# ---- design 1 ----
Figure 1. Routed metal, one colour a layer (design 1).
Bar = 20 um.
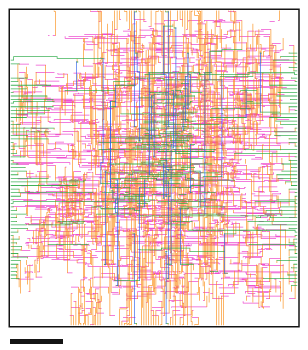

`config.mk`:
```
export PLATFORM = sky130hd
export DESIGN_NAME = load_store_unit_flat
export DESIGN_NICKNAME = d
export VERILOG_FILES = /design/src/rtl/load_store_unit_if.sv /design/src/rtl/load_store_unit.sv /design/src/flat_wrapper.sv
export SDC_FILE = /design/constraint.sdc
export NUM_CORES = 1
export LEC_CHECK = 0
export CAP_MARGIN = 10
export CORE_ASPECT_RATIO = 1.1
export CORE_MARGIN = 2
export CORE_UTILIZATION = 50
export DETAILED_ROUTE_END_ITERATION = 12
export GPL_ROUTABILITY_DRIVEN = 0
export GPL_TIMING_DRIVEN = 0
export PLACE_DENSITY = 0.95
export SLEW_MARGIN = 10
export SYNTH_ARGS = -nofsm -noshare
export SYNTH_HDL_FRONTEND = slang
export SYNTH_SLANG_ARGS = --single-unit
```
`constraint.sdc`:
```
create_clock -name clk -period 4.25 [get_ports clk]
set_input_delay 0.85 -clock clk [delete_from_list [all_inputs] [get_ports clk]]
set_output_delay 0.85 -clock clk [all_outputs]
set_load 0.03 [all_outputs]
```
`src/rtl/load_store_unit_if.sv`:
```
// Core/memory-facing bundle for load_store_unit: request/response handshake plus word memory port.
// slave = the LSU itself; master = the core and data memory surrounding it.
interface load_store_unit_if;
    logic        req_valid;
    logic        req_ready;
    logic        req_we;
    logic [2:0]  req_funct3;
    logic [31:0] req_addr;
    logic [31:0] req_wdata;
    logic        resp_valid;
    logic [31:0] resp_rdata;
    logic        resp_err;
    logic        mem_read;
    logic        mem_write;
    logic [31:0] mem_addr;
    logic [31:0] mem_wdata;
    logic [31:0] mem_rdata;

    modport slave (
        input  req_valid, req_we, req_funct3, req_addr, req_wdata, mem_rdata,
        output req_ready, resp_valid, resp_rdata, resp_err,
               mem_read, mem_write, mem_addr, mem_wdata
    );

    modport master (
        output req_valid, req_we, req_funct3, req_addr, req_wdata, mem_rdata,
        input  req_ready, resp_valid, resp_rdata, resp_err,
               mem_read, mem_write, mem_addr, mem_wdata
    );
endinterface

```
`src/rtl/load_store_unit.sv`:
```
// Byte-addressed RV32I load/store front end for a word-indexed data memory (SB/SH via read-modify-write).
// Define LSU_MISALIGN_TRAP_EN to report misaligned H/HU/W accesses as errors instead of masking them.
module load_store_unit #(
    parameter int DEPTH = 64
) (
    input  logic            clk,
    input  logic            rst,
    load_store_unit_if.slave bus
);

    typedef enum logic [1:0] {IDLE, RD, WR, RESP} state_t;

    state_t      state;
    logic        we_q;
    logic [2:0]  funct3_q;
    logic [1:0]  lane_q;
    logic [15:0] store_q;

    logic        req_ready_r;
    logic        resp_valid_r;
    logic        resp_err_r;
    logic [31:0] resp_rdata_r;
    logic        mem_read_r;
    logic        mem_write_r;
    logic [31:0] mem_addr_r;
    logic [31:0] mem_wdata_r;

    logic        req_err;
    logic [1:0]  req_lane;
    logic [31:0] word_idx;
    logic [7:0]  sel_byte;
    logic [15:0] sel_half;
    logic [31:0] load_data;
    logic [31:0] merged_word;

    // Misalignment is detected as "natural alignment had to change the low address bits".
    always_comb begin
        word_idx = {2'b00, bus.req_addr[31:2]};
        req_lane = bus.req_addr[1:0];
        req_err  = 1'b0;
        case (bus.req_funct3)
            3'b000: req_err = 1'b0;
            3'b001: req_lane[0] = 1'b0;
            3'b010: req_lane = 2'b00;
            3'b100: req_err = bus.req_we;
            3'b101: begin
                req_lane[0] = 1'b0;
                req_err     = bus.req_we;
            end
            default: req_err = 1'b1;
        endcase
        if (word_idx >= 32'(DEPTH)) req_err = 1'b1;
`ifdef LSU_MISALIGN_TRAP_EN
        if (req_lane != bus.req_addr[1:0]) req_err = 1'b1;
`endif
    end

    always_comb begin
        case (lane_q)
            2'd0:    sel_byte = bus.mem_rdata[7:0];
            2'd1:    sel_byte = bus.mem_rdata[15:8];
            2'd2:    sel_byte = bus.mem_rdata[23:16];
            default: sel_byte = bus.mem_rdata[31:24];
        endcase
        sel_half = lane_q[1] ? bus.mem_rdata[31:16] : bus.mem_rdata[15:0];
        case (funct3_q)
            3'b000:  load_data = {{24{sel_byte[7]}}, sel_byte};
            3'b001:  load_data = {{16{sel_half[15]}}, sel_half};
            3'b100:  load_data = {24'd0, sel_byte};
            3'b101:  load_data = {16'd0, sel_half};
            default: load_data = bus.mem_rdata;
        endcase

        merged_word = bus.mem_rdata;
        if (funct3_q[0]) begin
            if (lane_q[1]) merged_word[31:16] = store_q;
            else           merged_word[15:0]  = store_q;
        end else begin
            case (lane_q)
                2'd0:    merged_word[7:0]   = store_q[7:0];
                2'd1:    merged_word[15:8]  = store_q[7:0];
                2'd2:    merged_word[23:16] = store_q[7:0];
                default: merged_word[31:24] = store_q[7:0];
            endcase
        end
    end

    // The memory write register doubles as the RMW word buffer, so the merge happens as RD exits.
    always_ff @(posedge clk or negedge rst) begin
        if (!rst) begin
            state        <= IDLE;
            we_q         <= 1'b0;
            funct3_q     <= 3'd0;
            lane_q       <= 2'd0;
            store_q      <= 16'd0;
            req_ready_r  <= 1'b1;
            resp_valid_r <= 1'b0;
            resp_err_r   <= 1'b0;
            resp_rdata_r <= 32'd0;
            mem_read_r   <= 1'b0;
            mem_write_r  <= 1'b0;
            mem_addr_r   <= 32'd0;
            mem_wdata_r  <= 32'd0;
        end else begin
            case (state)
                IDLE: begin
                    if (bus.req_valid) begin
                        we_q        <= bus.req_we;
                        funct3_q    <= bus.req_funct3;
                        lane_q      <= req_lane;
                        store_q     <= bus.req_wdata[15:0];
                        req_ready_r <= 1'b0;
                        if (req_err) begin
                            state        <= RESP;
                            resp_valid_r <= 1'b1;
                            resp_err_r   <= 1'b1;
                            resp_rdata_r <= 32'd0;
                        end else if (bus.req_we && bus.req_funct3 == 3'b010) begin
                            state       <= WR;
                            mem_write_r <= 1'b1;
                            mem_addr_r  <= word_idx;
                            mem_wdata_r <= bus.req_wdata;
                        end else begin
                            state      <= RD;
                            mem_read_r <= 1'b1;
                            mem_addr_r <= word_idx;
                        end
                    end
                end
                RD: begin
                    mem_read_r <= 1'b0;
                    if (we_q) begin
                        state       <= WR;
                        mem_write_r <= 1'b1;
                        mem_wdata_r <= merged_word;
                    end else begin
                        state        <= RESP;
                        resp_valid_r <= 1'b1;
                        resp_err_r   <= 1'b0;
                        resp_rdata_r <= load_data;
                    end
                end
                WR: begin
                    mem_write_r  <= 1'b0;
                    state        <= RESP;
                    resp_valid_r <= 1'b1;
                    resp_err_r   <= 1'b0;
                    resp_rdata_r <= 32'd0;
                end
                RESP: begin
                    resp_valid_r <= 1'b0;
                    resp_err_r   <= 1'b0;
                    req_ready_r  <= 1'b1;
                    state        <= IDLE;
                end
                default: state <= IDLE;
            endcase
        end
    end

    assign bus.req_ready  = req_ready_r;
    assign bus.resp_valid = resp_valid_r;
    assign bus.resp_err   = resp_err_r;
    assign bus.resp_rdata = resp_rdata_r;
    assign bus.mem_read   = mem_read_r;
    assign bus.mem_write  = mem_write_r;
    assign bus.mem_addr   = mem_addr_r;
    assign bus.mem_wdata  = mem_wdata_r;

endmodule
```
`src/flat_wrapper.sv`:
```
// flat-port wrapper written by rule: the top's interface ports become plain ports
module load_store_unit_flat 
#(
    parameter int DEPTH = 64
)
  (clk, rst, bus_req_valid, bus_req_we, bus_req_funct3, bus_req_addr, bus_req_wdata, bus_mem_rdata, bus_req_ready, bus_resp_valid, bus_resp_rdata, bus_resp_err, bus_mem_read, bus_mem_write, bus_mem_addr, bus_mem_wdata);
  load_store_unit_if bus_i ();
  input  logic clk;
  input  logic rst;
  input wire logic [$bits(bus_i.req_valid)-1:0] bus_req_valid;
  input wire logic [$bits(bus_i.req_we)-1:0] bus_req_we;
  input wire logic [$bits(bus_i.req_funct3)-1:0] bus_req_funct3;
  input wire logic [$bits(bus_i.req_addr)-1:0] bus_req_addr;
  input wire logic [$bits(bus_i.req_wdata)-1:0] bus_req_wdata;
  input wire logic [$bits(bus_i.mem_rdata)-1:0] bus_mem_rdata;
  output wire logic [$bits(bus_i.req_ready)-1:0] bus_req_ready;
  output wire logic [$bits(bus_i.resp_valid)-1:0] bus_resp_valid;
  output wire logic [$bits(bus_i.resp_rdata)-1:0] bus_resp_rdata;
  output wire logic [$bits(bus_i.resp_err)-1:0] bus_resp_err;
  output wire logic [$bits(bus_i.mem_read)-1:0] bus_mem_read;
  output wire logic [$bits(bus_i.mem_write)-1:0] bus_mem_write;
  output wire logic [$bits(bus_i.mem_addr)-1:0] bus_mem_addr;
  output wire logic [$bits(bus_i.mem_wdata)-1:0] bus_mem_wdata;
  assign bus_i.req_valid = bus_req_valid;
  assign bus_i.req_we = bus_req_we;
  assign bus_i.req_funct3 = bus_req_funct3;
  assign bus_i.req_addr = bus_req_addr;
  assign bus_i.req_wdata = bus_req_wdata;
  assign bus_i.mem_rdata = bus_mem_rdata;
  assign bus_req_ready = bus_i.req_ready;
  assign bus_resp_valid = bus_i.resp_valid;
  assign bus_resp_rdata = bus_i.resp_rdata;
  assign bus_resp_err = bus_i.resp_err;
  assign bus_mem_read = bus_i.mem_read;
  assign bus_mem_write = bus_i.mem_write;
  assign bus_mem_addr = bus_i.mem_addr;
  assign bus_mem_wdata = bus_i.mem_wdata;
  load_store_unit #(.DEPTH(DEPTH)) u_core (.clk(clk), .rst(rst), .bus(bus_i));
endmodule
```
# ---- design 2 ----
--- src/rtl/mem_stage.sv ---
// rtl/mem_stage.sv - MEM pipeline stage with MEM/WB register and req/gnt/rvalid data-memory port
// Optional misaligned word-access trap: define MEM_ALIGN_CHECK_EN.
module mem_stage #(
    parameter int XLEN = 32
) (
    input  logic              clk,
    input  logic              rst,
    input  logic [XLEN-1:0]   MEM_alu_out,
    input  logic [XLEN-1:0]   MEM_b2,
    input  logic [4:0]        MEM_rd,
    input  logic              MEM_we,
    input  logic              MEM_ld,
    input  logic              MEM_str,
    input  logic              MEM_byt,
    output logic              MEM_stall,
    output logic              dmem_req,
    output logic              dmem_wr,
    output logic [XLEN-1:0]   dmem_addr,
    output logic [XLEN-1:0]   dmem_wdata,
    output logic [XLEN/8-1:0] dmem_wstrb,
    input  logic              dmem_gnt,
    input  logic              dmem_rvalid,
    input  logic [XLEN-1:0]   dmem_rdata,
    output logic [XLEN-1:0]   WB_data,
    output logic [4:0]        WB_rd,
    output logic              WB_we,
    output logic              MEM_fault
);
    localparam int NB = XLEN / 8;

    typedef enum logic {IDLE, WAIT} state_t;
    state_t state, state_nxt;

    logic            mem_op;
    logic            is_store;
    logic            misaligned;
    logic            issue;
    logic [1:0]      lane;
    logic [7:0]      rd_byte;
    logic [XLEN-1:0] load_val;
    logic [NB-1:0]   strb_one;
    logic            wb_en;
    logic            wb_we_nxt;
    logic [XLEN-1:0] wb_data_nxt;
    logic            fault_nxt;

    assign mem_op   = MEM_ld | MEM_str;
    assign is_store = MEM_str & ~MEM_ld;
    assign lane     = MEM_alu_out[1:0];
    assign strb_one = {{(NB-1){1'b0}}, 1'b1};

`ifdef MEM_ALIGN_CHECK_EN
    assign misaligned = mem_op & ~MEM_byt & (lane != 2'b00);
`else
    assign misaligned = 1'b0;
`endif

    assign issue = mem_op & ~misaligned;

    assign dmem_wr    = is_store;
    assign dmem_addr  = {MEM_alu_out[XLEN-1:2], 2'b00};
    assign dmem_wdata = MEM_byt ? {NB{MEM_b2[7:0]}} : MEM_b2;
    assign dmem_wstrb = !is_store ? '0 : (MEM_byt ? (strb_one << lane) : '1);

    // Upstream is held during the transaction, so the lane is still valid at rvalid.
    assign rd_byte  = dmem_rdata[{lane, 3'b000} +: 8];
    assign load_val = MEM_byt ? {{(XLEN-8){1'b0}}, rd_byte} : dmem_rdata;

    always_comb begin
        state_nxt   = state;
        dmem_req    = 1'b0;
        MEM_stall   = 1'b0;
        wb_en       = 1'b0;
        wb_we_nxt   = 1'b0;
        wb_data_nxt = MEM_alu_out;
        fault_nxt   = 1'b0;
        case (state)
            IDLE: begin
                if (issue) begin
                    dmem_req  = 1'b1;
                    MEM_stall = 1'b1;
                    if (dmem_gnt) state_nxt = WAIT;
                end else begin
                    wb_en     = 1'b1;
                    wb_we_nxt = MEM_we & ~misaligned;
                    fault_nxt = misaligned;
                end
            end
            WAIT: begin
                MEM_stall = ~dmem_rvalid;
                if (dmem_rvalid) begin
                    wb_en       = 1'b1;
                    wb_we_nxt   = MEM_we;
                    wb_data_nxt = MEM_ld ? load_val : MEM_alu_out;
                    state_nxt   = IDLE;
                end
            end
            default: state_nxt = IDLE;
        endcase
    end

    // Stalled cycles leave data/rd alone but always clear WB_we (bubble).
    always_ff @(posedge clk) begin
        if (rst) begin
            state     <= IDLE;
            WB_data   <= '0;
            WB_rd     <= '0;
            WB_we     <= 1'b0;
            MEM_fault <= 1'b0;
        end else begin
            state     <= state_nxt;
            WB_we     <= wb_we_nxt;
            MEM_fault <= fault_nxt;
            if (wb_en) begin
                WB_data <= wb_data_nxt;
                WB_rd   <= MEM_rd;
            end
        end
    end
endmodule
--- config.mk ---
export PLATFORM = sky130hd
export DESIGN_NAME = mem_stage
export DESIGN_NICKNAME = d
export VERILOG_FILES = /design/src/rtl/mem_stage.sv
export SDC_FILE = /design/constraint.sdc
export NUM_CORES = 1
export LEC_CHECK = 0
export CAP_MARGIN = 30
export CORE_MARGIN = 1.5
export CORE_UTILIZATION = 37
export CTS_BUF_LIST = sky130_fd_sc_hd__clkbuf_2
export DETAILED_ROUTE_END_ITERATION = 8
export PLACE_DENSITY = 0.89
export SKIP_CTS_REPAIR_TIMING = 1
export SLEW_MARGIN = 20
export SYNTH_ARGS = -nofsm -noshare
export SYNTH_HDL_FRONTEND = slang
export SYNTH_SLANG_ARGS = --single-unit
--- constraint.sdc ---
create_clock -name clk -period 3.4 [get_ports clk]
set_input_delay 0.34 -clock clk [delete_from_list [all_inputs] [get_ports clk]]
set_output_delay 0.34 -clock clk [all_outputs]
set_load 0.01 [all_outputs]
Figure 2. Signal metal coverage by tile (design 2).
Bar = 20 um. 18 x 18 tiles, from dark blue (low) to red (high), scaled to the fullest tile. Values are wire area over tile area, all layers added.
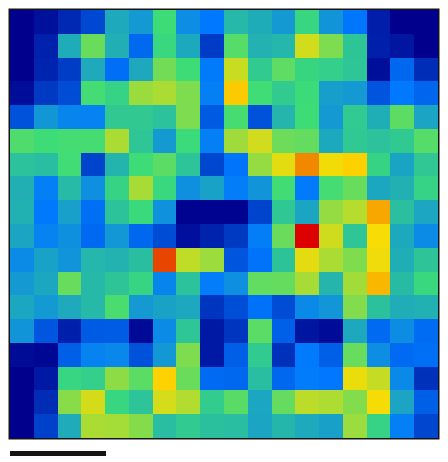
densest ninth of the die	middle right
fullest tile	0.55
tiles over half the peak	27%
nearly empty tiles	4.0%
mean over tiles	0.21

==> ci_impl_report.md, design 2 <==
## Implementation flow summary

| Metric | Value |
|---|---|
| Status | `finished, final reports clean` |
| Min-Delay Startpoint | `WB_rd[4]` |
| CTS Sinks | `39` |
| Total net switching power | `414 uW` |
| CP delay by family, top | `buffers and inverters` |
| Fill count | `585` |
| Initial DRC count | `95` |
| Bufs and invs on worst path | `2` |
| Clock Network Area Fraction | `0.852%` |
| CTS tree | `yes` |
| Top-count cell post-synth | `buf_4` |
| Setup crit end | `dmem_wdata[15]` |
| Critical path class | `in -> out` |
| I/O Buffers | `215` |
| Seq. pwr | `518 uW` |
| Met2 wire len | `5.09 mm` |
| Worst hold path type | `reg -> reg` |
| Vias in the first global route | `3065` |
| Power Clock | `205 uW` |
| Worst r2r path cells | `5` |
| Synth area leaders | `dfxtp_1 28%, buf_4 12%, a211oi_2 11%` |
| Internal | `865 uW` |
| Late-Pin Clk Latency | `0.38 ns` |
| MI comb cells | `216` |
Figure 3. Register map, names as in the netlist (design 1).
Bar = 20 um.
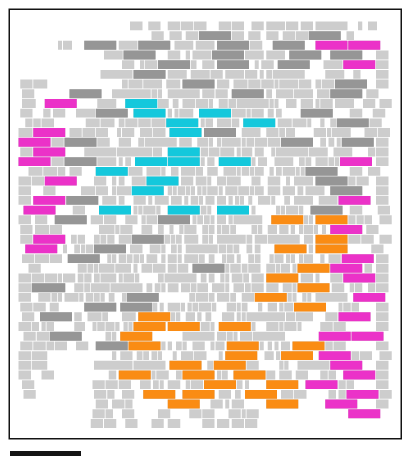
signal	colour	placed flops
u_core.bus.resp_rdata	orange	32
u_core.store_q	cyan	16
u_core.bus.mem_addr	magenta	30
not coloured	45

Figure 4. Routing congestion (design 1).
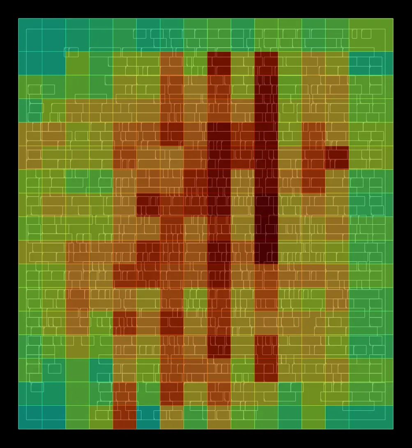
GR peak layer: met2
met2 usage: 48.8%
gr usage total: 31.0%
wire length per cell: 20.4 um
met1 Usage GRT: 39.0%

## Picture notes: Figure 1
layer	colour	wire length
met3	green	2200 um
met4	blue	973 um
met2	orange	9160 um
met1	magenta	7450 um

==> ci_impl_report.md, design 1 <==
## Implementation flow summary

| Metric | Value |
|---|---|
| Status | `finished, final reports clean` |
| Leakage power | `3.94 nW` |
| Residual DRC | `0` |
| Mux area share | `17.7%` |
| ANT cells | `0` |
| CTS Sinks | `123` |
| Fin cells | `970` |
| Power Clock | `1.52 mW` |
| Seq. pwr | `1.88 mW` |
| Synth Seq Share | `50.3%` |
| Post-CTS Setup Bufs | `0` |
| Clock Network Area Fraction | `6.90%` |
| First-pass GRT wire length | `30.5 mm` |
| Clock power share | `22.1%` |
| Cts hold-fix bufs | `0` |
| Flops | `123` |
| Cell area after synthesis | `6120 um2` |
| Synth warnings | `0` |
| Crit. Startpoint | `bus_req_funct3[2]` |
| Yosys Instances | `581` |
| Flip-flop and latch area | `3080 um2` |
| MaxCap Viol Count | `0` |
| Setup TNS | `0 ns` |
| Placed insts | `938` |
| Critical Path End Type | `flop` |
| Share of layout cells above drive strength 1 | `13.0%` |

# ---- design 3 ----
Figure 5. Routed metal, one colour a layer (design 3).
Bar = 50 um.
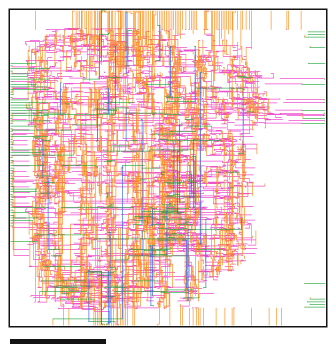
Figure 6. Cell classes on the final placement (design 3).
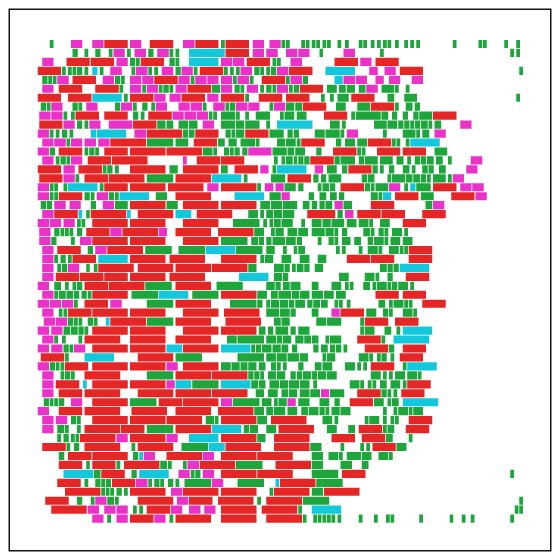
File: config.mk
export PLATFORM = sky130hd
export DESIGN_NAME = msgdma_desc_sequencer_flat
export DESIGN_NICKNAME = d
export VERILOG_FILES = /design/src/rtl/msgdma_seq_pkg.sv /design/src/rtl/msgdma_desc_sequencer_if.sv /design/src/rtl/msgdma_len_fifo.sv /design/src/rtl/msgdma_desc_sequencer.sv /design/src/flat_wrapper.sv
export SDC_FILE = /design/constraint.sdc
export NUM_CORES = 1
export LEC_CHECK = 0
export CAP_MARGIN = 30
export CORE_MARGIN = 8
export CORE_UTILIZATION = 52
export DETAILED_ROUTE_END_ITERATION = 10
export PLACE_DENSITY = 0.88
export RECOVER_POWER = 50
export SLEW_MARGIN = 20
export SYNTH_ARGS = -nofsm -noshare
export SYNTH_HDL_FRONTEND = slang
export SYNTH_SLANG_ARGS = --single-unit
File: constraint.sdc
create_clock -name clk -period 6 [get_ports clk]
set_input_delay 0.9 -clock clk [delete_from_list [all_inputs] [get_ports clk]]
set_output_delay 0.9 -clock clk [all_outputs]
set_load 0.05 [all_outputs]
File: src/rtl/msgdma_seq_pkg.sv
// Shared types and constants for the mSGDMA descriptor sequencer: control word,
// FSM states and the 128-bit standard descriptor layout.
package msgdma_seq_pkg;

  localparam int CTRL_GO_BIT  = 31;
  localparam int CTRL_IRQ_BIT = 14;
  localparam int CTRL_EOP_BIT = 9;
  localparam int CTRL_SOP_BIT = 8;

  // Evaluates to 32'h8000_4300.
  localparam logic [31:0] DESC_CTRL = (32'd1 << CTRL_GO_BIT)  | (32'd1 << CTRL_IRQ_BIT) |
                                      (32'd1 << CTRL_EOP_BIT) | (32'd1 << CTRL_SOP_BIT);

  typedef enum logic {
    IDLE,
    ISSUE
  } state_t;

  // Packed MSB first: ctrl occupies [127:96], addr occupies [31:0].
  typedef struct packed {
    logic [31:0] ctrl;
    logic [31:0] len;
    logic [31:0] rsvd;
    logic [31:0] addr;
  } desc_t;

  function automatic desc_t make_desc(input logic [31:0] addr, input logic [31:0] len);
    desc_t d;
    d.ctrl = DESC_CTRL;
    d.len  = len;
    d.rsvd = '0;
    d.addr = addr;
    return d;
  endfunction

endpackage

File: src/rtl/msgdma_desc_sequencer_if.sv
// Request, descriptor-slave and stream-tap signals of the descriptor sequencer.
// The master modport is the sequencer's view; slave is the surrounding fabric.
interface msgdma_desc_sequencer_if #(
  parameter int ADDR_W = 32
);
  logic              req_valid;
  logic              req_ready;
  logic [ADDR_W-1:0] req_addr;
  logic [31:0]       req_len;
  logic              desc_write;
  logic [127:0]      desc_writedata;
  logic              desc_waitrequest;
  logic              st_valid;
  logic              st_ready;

  modport master (
    input  req_valid, req_addr, req_len, desc_waitrequest, st_valid, st_ready,
    output req_ready, desc_write, desc_writedata
  );

  modport slave (
    output req_valid, req_addr, req_len, desc_waitrequest, st_valid, st_ready,
    input  req_ready, desc_write, desc_writedata
  );
endinterface

File: src/rtl/msgdma_len_fifo.sv
// Show-ahead synchronous FIFO holding the beat count of each issued descriptor.
// The head is valid whenever the FIFO is not empty; push+pop while full is legal.
module msgdma_len_fifo #(
  parameter int DEPTH = 4,
  parameter int WIDTH = 30
) (
  input  logic             clk,
  input  logic             reset,
  input  logic             push,
  input  logic [WIDTH-1:0] push_data,
  input  logic             pop,
  output logic [WIDTH-1:0] head,
  output logic             empty
);
  localparam int PTR_W = $clog2(DEPTH);

  logic [WIDTH-1:0] mem [DEPTH];
  logic [PTR_W:0]   wr_ptr, rd_ptr;
  logic             full, do_push, do_pop;

  assign empty   = (wr_ptr == rd_ptr);
  assign full    = (wr_ptr[PTR_W] != rd_ptr[PTR_W]) &&
                   (wr_ptr[PTR_W-1:0] == rd_ptr[PTR_W-1:0]);
  assign do_pop  = pop && !empty;
  assign do_push = push && (!full || do_pop);
  assign head    = mem[rd_ptr[PTR_W-1:0]];

  always_ff @(posedge clk) begin
    if (reset) begin
      wr_ptr <= '0;
      rd_ptr <= '0;
    end else begin
      if (do_push) wr_ptr <= wr_ptr + 1'b1;
      if (do_pop)  rd_ptr <= rd_ptr + 1'b1;
    end
  end

  // NOTE: storage is deliberately not reset; the pointers alone decide which entries are valid.
  always_ff @(posedge clk) begin
    if (do_push) mem[wr_ptr[PTR_W-1:0]] <= push_data;
  end

endmodule

File: src/rtl/msgdma_desc_sequencer.sv
// Turns transfer requests into mSGDMA standard descriptor writes and tracks
// completion by counting beats on the tapped MM-to-ST stream.
module msgdma_desc_sequencer
  import msgdma_seq_pkg::*;
#(
  parameter int ADDR_W          = 32,
  parameter int DATA_BYTES      = 4,
  parameter int MAX_OUTSTANDING = 4,
  parameter int CNT_W           = 16
) (
  input  logic                               clk,
  input  logic                               reset,
  msgdma_desc_sequencer_if.master            bus,
  output logic                               busy,
  output logic [$clog2(MAX_OUTSTANDING):0]   outstanding,
  output logic                               done_pulse,
  output logic [CNT_W-1:0]                   done_count,
  output logic                               err_bad_len,
  output logic                               err_stray_beat
);
  localparam int          SHIFT    = $clog2(DATA_BYTES);
  localparam int          LEN_W    = 32 - SHIFT;
  localparam int          OUT_W    = $clog2(MAX_OUTSTANDING) + 1;
  localparam logic [31:0] LEN_MASK = 32'(DATA_BYTES - 1);

  state_t            state, state_nxt;
  desc_t             desc_q;
  logic              req_ready_q, req_ready_nxt, desc_write_q;
  logic              accept, reject, issue_done;
  logic              len_ok, beat, pop, stray;
  logic [OUT_W-1:0]  outstanding_nxt;
  logic [LEN_W-1:0]  beat_cnt, fifo_head;
  logic              fifo_empty;
  logic [ADDR_W-1:0] addr_in;

  assign addr_in            = bus.req_addr;
  assign bus.req_ready      = req_ready_q;
  assign bus.desc_write     = desc_write_q;
  assign bus.desc_writedata = desc_q;

  assign len_ok = (bus.req_len != 32'd0) && ((bus.req_len & LEN_MASK) == 32'd0);

  // NOTE: every combinational output gets a default first so no path can infer a latch.
  always_comb begin
    state_nxt  = state;
    accept     = 1'b0;
    reject     = 1'b0;
    issue_done = 1'b0;
    case (state)
      IDLE: begin
        if (bus.req_valid && req_ready_q) begin
          if (len_ok) begin
            accept    = 1'b1;
            state_nxt = ISSUE;
          end else begin
            reject    = 1'b1;
          end
        end
      end
      ISSUE: begin
        if (!bus.desc_waitrequest) begin
          issue_done = 1'b1;
          state_nxt  = IDLE;
        end
      end
      default: state_nxt = IDLE;
    endcase
  end

  // A beat completes the head descriptor when it is the last one that descriptor expects.
  assign beat  = bus.st_valid && bus.st_ready;
  assign pop   = beat && !fifo_empty && (beat_cnt == fifo_head - 1'b1);
  assign stray = beat && fifo_empty;

  always_comb begin
    outstanding_nxt = outstanding;
    if (issue_done && !pop)      outstanding_nxt = outstanding + 1'b1;
    else if (pop && !issue_done) outstanding_nxt = outstanding - 1'b1;
  end

  // Ready is registered from next-state values so it drops right after an acceptance.
  assign req_ready_nxt = (state_nxt == IDLE) && (outstanding_nxt < OUT_W'(MAX_OUTSTANDING));

  // NOTE: sequential state uses non-blocking assignments so every register samples pre-edge values.
  always_ff @(posedge clk) begin
    if (reset) state <= IDLE;
    else       state <= state_nxt;
  end

  always_ff @(posedge clk) begin
    if (reset) begin
      req_ready_q    <= 1'b0;
      desc_write_q   <= 1'b0;
      desc_q         <= '0;
      outstanding    <= '0;
      beat_cnt       <= '0;
      done_pulse     <= 1'b0;
      done_count     <= '0;
      err_bad_len    <= 1'b0;
      err_stray_beat <= 1'b0;
    end else begin
      req_ready_q    <= req_ready_nxt;
      desc_write_q   <= (state_nxt == ISSUE);
      if (accept) desc_q <= make_desc(32'(addr_in), bus.req_len);
      outstanding    <= outstanding_nxt;
      if (pop)                     beat_cnt <= '0;
      else if (beat && !fifo_empty) beat_cnt <= beat_cnt + 1'b1;
      done_pulse     <= pop;
      if (pop) done_count <= done_count + 1'b1;
      err_bad_len    <= reject;
      err_stray_beat <= stray;
    end
  end

  assign busy = (state != IDLE) || (outstanding != '0);

  msgdma_len_fifo #(
    .DEPTH (MAX_OUTSTANDING),
    .WIDTH (LEN_W)
  ) u_len_fifo (
    .clk       (clk),
    .reset     (reset),
    .push      (issue_done),
    .push_data (desc_q.len[31:SHIFT]),
    .pop       (pop),
    .head      (fifo_head),
    .empty     (fifo_empty)
  );

endmodule

File: src/flat_wrapper.sv
// flat-port wrapper written by rule: the top's interface ports become plain ports
module msgdma_desc_sequencer_flat import msgdma_seq_pkg::*;
#(
  parameter int ADDR_W          = 32,
  parameter int DATA_BYTES      = 4,
  parameter int MAX_OUTSTANDING = 4,
  parameter int CNT_W           = 16
)
  (clk, reset, busy, outstanding, done_pulse, done_count, err_bad_len, err_stray_beat, bus_req_valid, bus_req_addr, bus_req_len, bus_desc_waitrequest, bus_st_valid, bus_st_ready, bus_req_ready, bus_desc_write, bus_desc_writedata);
  msgdma_desc_sequencer_if #(.ADDR_W(ADDR_W)) bus_i ();
  input  logic clk;
  input  logic reset;
  output logic busy;
  output logic [$clog2(MAX_OUTSTANDING):0] outstanding;
  output logic done_pulse;
  output logic [CNT_W-1:0] done_count;
  output logic err_bad_len;
  output logic err_stray_beat;
  input wire logic [$bits(bus_i.req_valid)-1:0] bus_req_valid;
  input wire logic [$bits(bus_i.req_addr)-1:0] bus_req_addr;
  input wire logic [$bits(bus_i.req_len)-1:0] bus_req_len;
  input wire logic [$bits(bus_i.desc_waitrequest)-1:0] bus_desc_waitrequest;
  input wire logic [$bits(bus_i.st_valid)-1:0] bus_st_valid;
  input wire logic [$bits(bus_i.st_ready)-1:0] bus_st_ready;
  output wire logic [$bits(bus_i.req_ready)-1:0] bus_req_ready;
  output wire logic [$bits(bus_i.desc_write)-1:0] bus_desc_write;
  output wire logic [$bits(bus_i.desc_writedata)-1:0] bus_desc_writedata;
  assign bus_i.req_valid = bus_req_valid;
  assign bus_i.req_addr = bus_req_addr;
  assign bus_i.req_len = bus_req_len;
  assign bus_i.desc_waitrequest = bus_desc_waitrequest;
  assign bus_i.st_valid = bus_st_valid;
  assign bus_i.st_ready = bus_st_ready;
  assign bus_req_ready = bus_i.req_ready;
  assign bus_desc_write = bus_i.desc_write;
  assign bus_desc_writedata = bus_i.desc_writedata;
  msgdma_desc_sequencer #(.ADDR_W(ADDR_W), .DATA_BYTES(DATA_BYTES), .MAX_OUTSTANDING(MAX_OUTSTANDING), .CNT_W(CNT_W)) u_core (.clk(clk), .reset(reset), .bus(bus_i), .busy(busy), .outstanding(outstanding), .done_pulse(done_pulse), .done_count(done_count), .err_bad_len(err_bad_len), .err_stray_beat(err_stray_beat));
endmodule
==> ci_impl_report.md <==
## Implementation flow summary

| Metric | Value |
|---|---|
| Status | `complete, but fails checks` |
| Failing checks | `max-capacitance violations, max-slew violations` |
| Slew Limit Fails | `64` |
| DR vias | `8503` |
| Non-clock inverters | `16` |
| Top cells by count, synth | `159 x nand2_1, 127 x dfxtp_1, 120 x edfxtp_1, 83 x nor2_1, 80 x a21oi_1` |
| Synth Seq Share | `54.0%` |
| Core area | `21700 um2` |
| Complex Gates by Area | `7.30%` |
| Met2 usage | `34.7%` |
| Flops | `247` |
| Worst path most repeated cell | `buf_4` |
| Worst path max stage delay | `0.64 ns` |
| MaxCap Viol Count | `1` |
| Die X-Extent | `164 um` |
## Picture notes: Figure 5
layer	colour	wire length
met3	green	1970 um
met4	blue	1120 um
met2	orange	14100 um
met1	magenta	11500 um

## Picture notes: Figure 6
class	colour	cells
flip-flops	red	247
clock drivers and dummy loads	cyan	44
all other logic	green	757
other buffers and delay cells	magenta	178


Power and IR drop assume default switching activity.
